=== add_serial_ctrl_flat ===
**src/rtl/add_serial_ctrl_if.sv**
```systemverilog
// Request/result bundle between a requesting unit and add_serial_ctrl.
// Handshake: start is sampled only while busy=0; done pulses for one cycle with sum/co/ovf valid, and those hold until the next done.
interface add_serial_ctrl_if #(
  parameter int NBYTES = 4
);
  logic                  start;
  logic [8*NBYTES-1:0]   a;
  logic [8*NBYTES-1:0]   b;
  logic                  cin;
  logic                  busy;
  logic                  done;
  logic [8*NBYTES-1:0]   sum;
  logic                  co;
  logic                  ovf;

  modport master (
    output start, a, b, cin,
    input  busy, done, sum, co, ovf
  );

  modport slave (
    input  start, a, b, cin,
    output busy, done, sum, co, ovf
  );
endinterface

```
**src/rtl/add_serial_ctrl.sv**
```systemverilog
// Byte-serial N-byte adder: one shared 8-bit adder slice walks the operands LSB first,
// carrying between bytes in a register; start/busy/done handshake with held results.
module add_8 (
  input  logic [7:0] a,
  input  logic [7:0] b,
  input  logic       cin,
  output logic [7:0] s,
  output logic       co
);
  assign {co, s} = {1'b0, a} + {1'b0, b} + {8'd0, cin};
endmodule

module add_serial_ctrl #(
  parameter int NBYTES = 4
) (
  input  logic              clk,
  input  logic              rst_n,
  add_serial_ctrl_if.slave  bus,
  output logic [1:0]        o_state
);
  localparam int W  = 8 * NBYTES;
  localparam int CW = (NBYTES > 1) ? $clog2(NBYTES) : 1;

  typedef enum logic [1:0] {
    S_IDLE = 2'd0,
    S_RUN  = 2'd1,
    S_DONE = 2'd2
  } state_t;

  state_t          r_state;
  logic [CW-1:0]   r_cnt;
  logic            r_carry;
  logic [W-1:0]    r_acc;
  logic [W-1:0]    r_opa;
  logic [W-1:0]    r_opb;
  logic [W-1:0]    r_sum;
  logic            r_co;
  logic            r_ovf;
  logic            r_busy;
  logic            r_done;

  logic [7:0]      w_a_byte;
  logic [7:0]      w_b_byte;
  logic [7:0]      w_s;
  logic            w_co;
  logic [W-1:0]    w_sum_final;
  logic            w_last;
  logic            w_ovf;

  // Byte select for the slice inputs, and the accumulator with the current byte merged in.
  always_comb begin
    w_a_byte    = '0;
    w_b_byte    = '0;
    w_sum_final = r_acc;
    for (int i = 0; i < NBYTES; i++) begin
      if (r_cnt == CW'(i)) begin
        w_a_byte             = r_opa[8*i +: 8];
        w_b_byte             = r_opb[8*i +: 8];
        w_sum_final[8*i +: 8] = w_s;
      end
    end
  end

  assign w_last = (r_cnt == CW'(NBYTES - 1));
  assign w_ovf  = (r_opa[W-1] == r_opb[W-1]) && (w_sum_final[W-1] != r_opa[W-1]);

  add_8 u_add_8 (
    .a   (w_a_byte),
    .b   (w_b_byte),
    .cin (r_carry),
    .s   (w_s),
    .co  (w_co)
  );

  always_ff @(posedge clk or negedge rst_n) begin
    if (!rst_n) begin
      r_state <= S_IDLE;
      r_cnt   <= '0;
      r_carry <= 1'b0;
      r_acc   <= '0;
      r_opa   <= '0;
      r_opb   <= '0;
      r_sum   <= '0;
      r_co    <= 1'b0;
      r_ovf   <= 1'b0;
      r_busy  <= 1'b0;
      r_done  <= 1'b0;
    end else begin
      case (r_state)
        S_IDLE: begin
          if (bus.start) begin
            r_opa   <= bus.a;
            r_opb   <= bus.b;
            r_carry <= bus.cin;
            r_cnt   <= '0;
            r_busy  <= 1'b1;
            r_state <= S_RUN;
          end
        end
        S_RUN: begin
          r_acc   <= w_sum_final;
          r_carry <= w_co;
          if (w_last) begin
            r_sum   <= w_sum_final;
            r_co    <= w_co;
            r_ovf   <= w_ovf;
            r_done  <= 1'b1;
            r_state <= S_DONE;
          end else begin
            r_cnt <= r_cnt + 1'b1;
          end
        end
        S_DONE: begin
          r_done  <= 1'b0;
          r_busy  <= 1'b0;
          r_state <= S_IDLE;
        end
        default: begin
          r_done  <= 1'b0;
          r_busy  <= 1'b0;
          r_state <= S_IDLE;
        end
      endcase
    end
  end

  assign bus.busy = r_busy;
  assign bus.done = r_done;
  assign bus.sum  = r_sum;
  assign bus.co   = r_co;
  assign bus.ovf  = r_ovf;
  assign o_state  = r_state;
endmodule

```
**src/flat_wrapper.sv**
```systemverilog
// flat-port wrapper written by rule: the top's interface ports become plain ports
module add_serial_ctrl_flat 
#(
  parameter int NBYTES = 4
)
  (clk, rst_n, o_state, bus_start, bus_a, bus_b, bus_cin, bus_busy, bus_done, bus_sum, bus_co, bus_ovf);
  add_serial_ctrl_if #(.NBYTES(NBYTES)) bus_i ();
  input  logic clk;
  input  logic rst_n;
  output logic [1:0] o_state;
  input wire logic [$bits(bus_i.start)-1:0] bus_start;
  input wire logic [$bits(bus_i.a)-1:0] bus_a;
  input wire logic [$bits(bus_i.b)-1:0] bus_b;
  input wire logic [$bits(bus_i.cin)-1:0] bus_cin;
  output wire logic [$bits(bus_i.busy)-1:0] bus_busy;
  output wire logic [$bits(bus_i.done)-1:0] bus_done;
  output wire logic [$bits(bus_i.sum)-1:0] bus_sum;
  output wire logic [$bits(bus_i.co)-1:0] bus_co;
  output wire logic [$bits(bus_i.ovf)-1:0] bus_ovf;
  assign bus_i.start = bus_start;
  assign bus_i.a = bus_a;
  assign bus_i.b = bus_b;
  assign bus_i.cin = bus_cin;
  assign bus_busy = bus_i.busy;
  assign bus_done = bus_i.done;
  assign bus_sum = bus_i.sum;
  assign bus_co = bus_i.co;
  assign bus_ovf = bus_i.ovf;
  add_serial_ctrl #(.NBYTES(NBYTES)) u_core (.clk(clk), .rst_n(rst_n), .bus(bus_i), .o_state(o_state));
endmodule
```
**config.mk**
```make
export PLATFORM = sky130hd
export DESIGN_NAME = add_serial_ctrl_flat
export DESIGN_NICKNAME = d
export VERILOG_FILES = /design/src/rtl/add_serial_ctrl_if.sv /design/src/rtl/add_serial_ctrl.sv /design/src/flat_wrapper.sv
export SDC_FILE = /design/constraint.sdc
export NUM_CORES = 1
export LEC_CHECK = 0
export CAP_MARGIN = 20
export CORE_ASPECT_RATIO = 0.6
export CORE_MARGIN = 5
export CORE_UTILIZATION = 25
export CTS_BUF_LIST = sky130_fd_sc_hd__clkbuf_16
export CTS_CLUSTER_DIAMETER = 80
export DETAILED_ROUTE_END_ITERATION = 8
export GPL_TIMING_DRIVEN = 0
export SYNTH_ARGS = -nofsm -noshare
export SYNTH_HDL_FRONTEND = slang
export SYNTH_SLANG_ARGS = --single-unit
```
**constraint.sdc**
```tcl
create_clock -name clk -period 3.1 [get_ports clk]
set_input_delay 0.62 -clock clk [delete_from_list [all_inputs] [get_ports clk]]
set_output_delay 0.62 -clock clk [all_outputs]
set_load 0.02 [all_outputs]
```
Fig. 1: add_serial_ctrl_flat, met1 routing
Supply wires on this layer in grey.
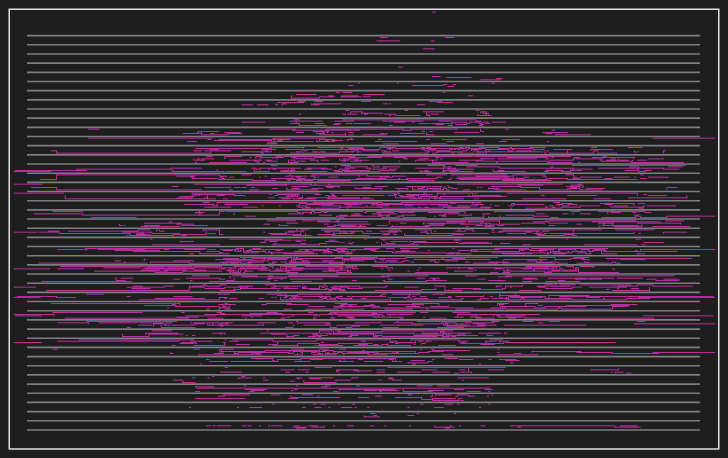
wire length on this layer: 9860 µm
longest straight run: 86.9 µm
main direction: horizontal
nets with wire on the layer: 712
share of all routed wire: 53%

==> layer usage <==
layer / global-route usage (%) / routed length (µm) / vias up
li1: - / - / 2260
met1: 21.5 / 9860 / 2417
met2: 18.7 / 7690 / 127
met3: 2.96 / 967 / 14
met4: 3.57 / 199 / 0
met5: 0 / 0 / -
==> sequential cells by signal (all words and copies together) (netlist names), 2 cells and up <==
register / cells
u_core.bus.sum: 32
u_core.r_opa: 32
u_core.o_state: 2
u_core.r_opb: 32
u_core.r_cnt: 2
u_core.r_acc: 24
==> summary.txt <==
DR WL/cell -> 18.0 µm
comb. cell area -> 2930 µm²
Post-Syn Instances -> 562
Setup crit end -> u_core.bus.ovf
CTS sink count -> 129
kind of critical path -> reg2reg
Die Y -> 130 µm
Synth Area per Inst -> 10.7 µm²
Post-CTS Setup Bufs -> 12
status -> finished with violations
share of layout cells above drive strength 1 -> 29.4%
Floorplan Nets -> 643
Reg-to-Reg Start -> u_core.r_cnt[0]
DR vias -> 4818
FMAX -> 311 MHz
port bufs -> 105
clk_buf instances -> 17
Latency at later pin -> 0.41 ns
Chip Area, Yosys -> 6000 µm²
worst-case clock skew -> 0.00930 ns
Comb gates -> 386
post-CTS sizing -> 77
yosys cell count -> 562
Worst Setup Start Kind -> register
combinational share of cell area -> 33.8%
largest cell class by area -> registers
Final Cycle Share -> 104%
Critical Path AT -> 3.50 ns
Setup WS post-layout -> -0.114 ns
endpoints failing setup -> 25
Clk pin slew, worst setup/hold paths -> 0.06 ns
failing checks -> negative setup slack
Critical-path top delay cell -> dfrtp_2
CP bufs+invs -> 2
DP Worst Slack -> -0.741 ns
ys flops -> 129
Netlist cell types -> 36
Post-Synth Adder-Cell Area -> 2.96%
EDFF count, synth -> 0
initial antenna violation count -> 0
final net count -> 791
Slew HR -> 56.8%
RSZ-0062 raised after global routing -> true
worst-case reg-to-reg path depth -> 13
cell mode on critical path -> a21oi_2
critical path's top delay family -> AND-OR/OR-AND gates
Fin Hold WS -> 0.0976 ns
HPWL Detailed -> 13800 µm

=== serial_word_receiver ===
Fig. 2: serial_word_receiver, met1 routing
Supply wires on this layer in grey.
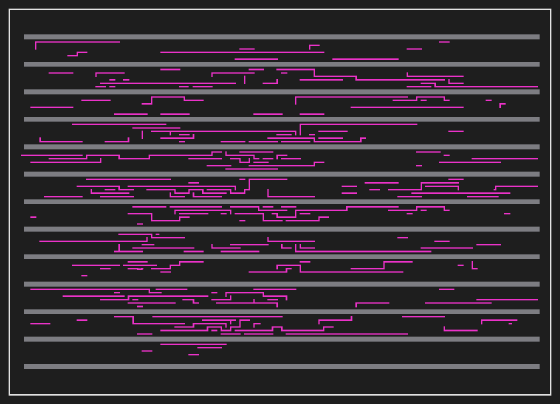
Fig. 3: serial_word_receiver, register map, names as in the netlist
Other sequential cells in the stronger grey, the rest of the logic in the fainter grey.
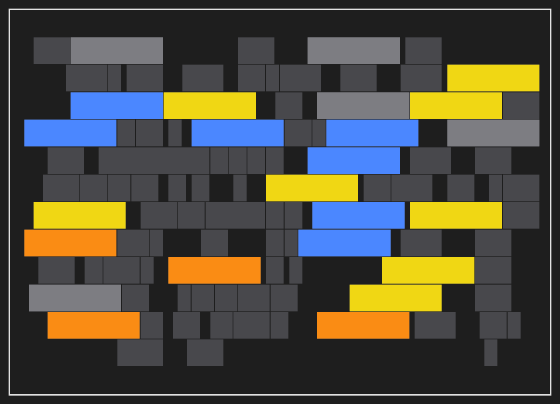
[config.mk]
export PLATFORM = sky130hd
export DESIGN_NAME = serial_word_receiver
export DESIGN_NICKNAME = d
export VERILOG_FILES = /design/src/rtl/serial_word_receiver.sv
export SDC_FILE = /design/constraint.sdc
export NUM_CORES = 1
export LEC_CHECK = 0
export CAP_MARGIN = 0
export CORE_ASPECT_RATIO = 0.7
export CORE_MARGIN = 1
export CORE_UTILIZATION = 54
export DETAILED_ROUTE_END_ITERATION = 7
export GPL_ROUTABILITY_DRIVEN = 0
export PLACE_DENSITY = 0.82
export REMOVE_ABC_BUFFERS = 1
export SYNTH_ARGS = -nofsm -noshare
export SYNTH_HDL_FRONTEND = slang
export SYNTH_SLANG_ARGS = --single-unit
[constraint.sdc]
create_clock -name sys_clk -period 2.8 [get_ports sys_clk]
set_clock_uncertainty 0.05 [all_clocks]
set_input_delay 0.56 -clock sys_clk [delete_from_list [all_inputs] [get_ports sys_clk]]
set_output_delay 0.56 -clock sys_clk [all_outputs]
set_load 0.05 [all_outputs]
[src/rtl/serial_word_receiver.sv]
// Serial-to-parallel word receiver driven by upstream edge-detector pulses, with a ready/ack holding register.
// Optional sticky overrun detection is compiled in with SERIAL_RX_OVERRUN_EN.
module serial_word_receiver #(
    parameter int WORD_WIDTH = 8,
    parameter bit MSB_FIRST  = 1'b1
) (
    input  logic                  sys_clk,
    input  logic                  rst,
    input  logic                  data_in,
    input  logic                  sample_edge,
    input  logic                  frame_start,
    input  logic                  frame_end,
    input  logic                  data_ack,
    output logic [WORD_WIDTH-1:0] data_out,
    output logic                  data_ready,
    output logic                  busy,
    output logic                  overrun
);

    localparam int CNT_W = $clog2(WORD_WIDTH + 1);
    localparam logic [CNT_W-1:0] LAST_BIT = CNT_W'(WORD_WIDTH - 1);

    typedef enum logic {
        IDLE = 1'b0,
        RECV = 1'b1
    } state_t;

    state_t                state, next_state;
    logic [CNT_W-1:0]      bit_cnt, next_cnt;
    logic [WORD_WIDTH-1:0] shift_reg, next_shift, shift_base, shifted;
    logic                  d1, d2, d3;
    logic                  complete;

    // Three stages match the edge detector's latency, so d3 is the line value at the clock edge.
    // NOTE: sequential state always uses non-blocking assignments so every flop samples pre-edge values.
    always_ff @(posedge sys_clk or posedge rst) begin
        if (rst) begin
            d1 <= 1'b0;
            d2 <= 1'b0;
            d3 <= 1'b0;
        end else begin
            d1 <= data_in;
            d2 <= d1;
            d3 <= d2;
        end
    end

    // A restarting frame shifts into a cleared register so no stale bits survive.
    always_comb begin
        shift_base = frame_start ? '0 : shift_reg;
        if (MSB_FIRST)
            shifted = {shift_base[WORD_WIDTH-2:0], d3};
        else
            shifted = {d3, shift_base[WORD_WIDTH-1:1]};
    end

    // NOTE: every output of this block gets a default first, which keeps it free of inferred latches.
    always_comb begin
        next_state = state;
        next_cnt   = bit_cnt;
        next_shift = shift_reg;
        complete   = 1'b0;
        if (frame_start) begin
            next_state = RECV;
            if (sample_edge) begin
                next_shift = shifted;
                next_cnt   = CNT_W'(1);
            end else begin
                next_shift = '0;
                next_cnt   = '0;
            end
        end else if (state == RECV) begin
            if (sample_edge) begin
                next_shift = shifted;
                if (bit_cnt == LAST_BIT) begin
                    complete = 1'b1;
                    next_cnt = '0;
                end else begin
                    next_cnt = bit_cnt + CNT_W'(1);
                end
            end
            if (frame_end) begin
                next_state = IDLE;
                next_cnt   = '0;
            end
        end
    end

    always_ff @(posedge sys_clk or posedge rst) begin
        if (rst) begin
            state     <= IDLE;
            bit_cnt   <= '0;
            shift_reg <= '0;
        end else begin
            state     <= next_state;
            bit_cnt   <= next_cnt;
            shift_reg <= next_shift;
        end
    end

    // A completion always wins over an acknowledge in the same cycle.
    always_ff @(posedge sys_clk or posedge rst) begin
        if (rst) begin
            data_out   <= '0;
            data_ready <= 1'b0;
        end else if (complete) begin
            data_out   <= shifted;
            data_ready <= 1'b1;
        end else if (data_ack) begin
            data_ready <= 1'b0;
        end
    end

    assign busy = (state == RECV);

`ifdef SERIAL_RX_OVERRUN_EN
    logic overrun_q;

    always_ff @(posedge sys_clk or posedge rst) begin
        if (rst)
            overrun_q <= 1'b0;
        else if (complete && data_ready && !data_ack)
            overrun_q <= 1'b1;
    end

    assign overrun = overrun_q;
`else
    assign overrun = 1'b0;
`endif

endmodule

==> summary.txt <==
DRT iter0 DRCs -> 16
clk_buf instances -> 3
FMAX -> 415 MHz
first-pass GRT wire length -> 3020 µm
non-clock buffer share of cell area -> 14.8%
Latency at later pin -> 0.32 ns
DR DRC count -> 0
Leak -> 0.599 nW
cell depth of the worst hold path -> 0
final net count -> 110
clock root cell -> clkbuf_4
yosys cell count -> 83
Finished Cell Area -> 1230 µm²
CP bufs+invs -> 1
Max stage delay on crit path -> 0.88 ns
Critical Path AT -> 1.80 ns
clock-cell share of area -> 4.26%
Cell Area, Synth -> 1000 µm²
combinational share of cell area -> 28.9%
Post-Synth Adder-Cell Area -> 1.25%
Final Cycle Share -> 86.1%
die extent in x -> 53.5 µm
n_taps -> 21
Antenna diodes -> 0
endpoints failing setup -> 0
Post-Syn Instances -> 83
Routed Wire Length -> 1680 µm
initial antenna violation count -> 0
Required @ worst endpoint -> 2.19 ns
EDFF count, synth -> 0
xor/xnor share -> 0%
chip area -> 2030 µm²
vias in the first global route -> 661
post-CTS sizing -> 0
worst path cell trace -> clkdlybuf4s50_1
CTS max path bufs -> 2
First-pass DRT Iterations -> 4
Synthesis Warnings -> 0
Top cells by area -> dfrtp_1 (60%), mux2_2 (9.0%), a21oi_1 (3.0%)
MUX area fraction -> 9.00%
OpenROAD warnings -> 25
core area -> 1670 µm²
Setup crit end -> busy
status -> finished clean
ys flops -> 24
yosys simple share -> 13.4%
Reg-to-Reg End -> data_out[3]
Pre-Place Util -> 60.1%
Worst VDD drop -> 0.000489 V
Crit. Startpoint -> busy
post-route antenna net violation count -> 0
number of flip-flops in the largest register -> 8
Area growth syn-to-layout -> 23.2%
critical path's top delay family -> buffers and inverters
critical-path maximum fanout -> 12
Seq/total area -> 48.7%
standard-cell rows -> 12
top cells by count, synth -> dfrtp_1 (24), mux2_2 (8), nand2_1 (7), a21oi_1 (6), nand3_1 (6)
Top cell area share -> 60.0%
Hold Crit Class -> reg2reg
Netlist cell types -> 27
Hold Startpoint -> d1
commonest non-fill, non-tap cells in the layout -> dfrtp_1 (24), clkdlybuf4s50_1 (16), mux2_2 (8), nand2_1 (7)
largest cell class by area -> registers
Notes on Fig. 2 above:
nets with wire on the layer: 94
share of all routed wire: 48%
wire length on this layer: 807 µm
longest straight run: 16.1 µm

Notes on Fig. 3 above:
[data_out] yellow | flops: 8
[shift_reg] blue | flops: 7
[bit_cnt] orange | flops: 4
not coloured: 5

[per-layer routing]
metal  wire length, µm  track usage [%]  vias to the layer above
li1                  -                -                      330
met1               807             30.8                      330
met2               776             33.8                       19
met3                87             8.33                        3
met4                12             3.95                        0
met5                 0                0                        -
[power breakdown]
part	switching (W)	total [W]	leakage, nW	internal, W
clock network	0.000101	0.000246	0.0279	0.000145
logic	0.0000312	0.0000525	0.250	0.0000213
registers	0.00000805	0.000362	0.322	0.000354


## Gallery

Power grid.
Pins as bars on the die edge.
(a)
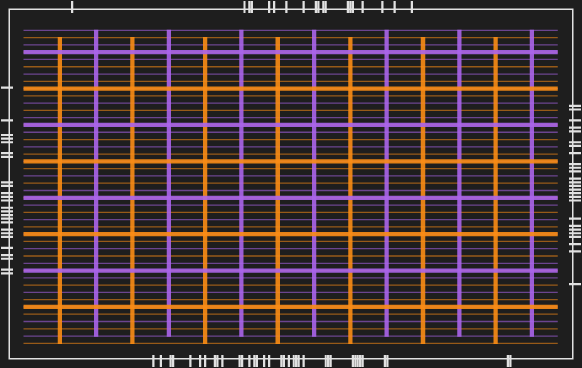
(b)
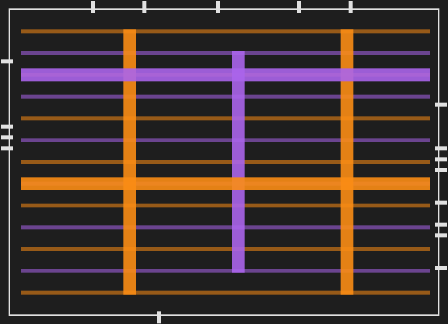
(b) is serial_word_receiver.
(a) is add_serial_ctrl_flat.

Key to (a):
[VSS] orange
[VDD] purple
met5 straps: 8
signal pins: 106

No activity file was given, so power comes from the tool's default toggle rates.
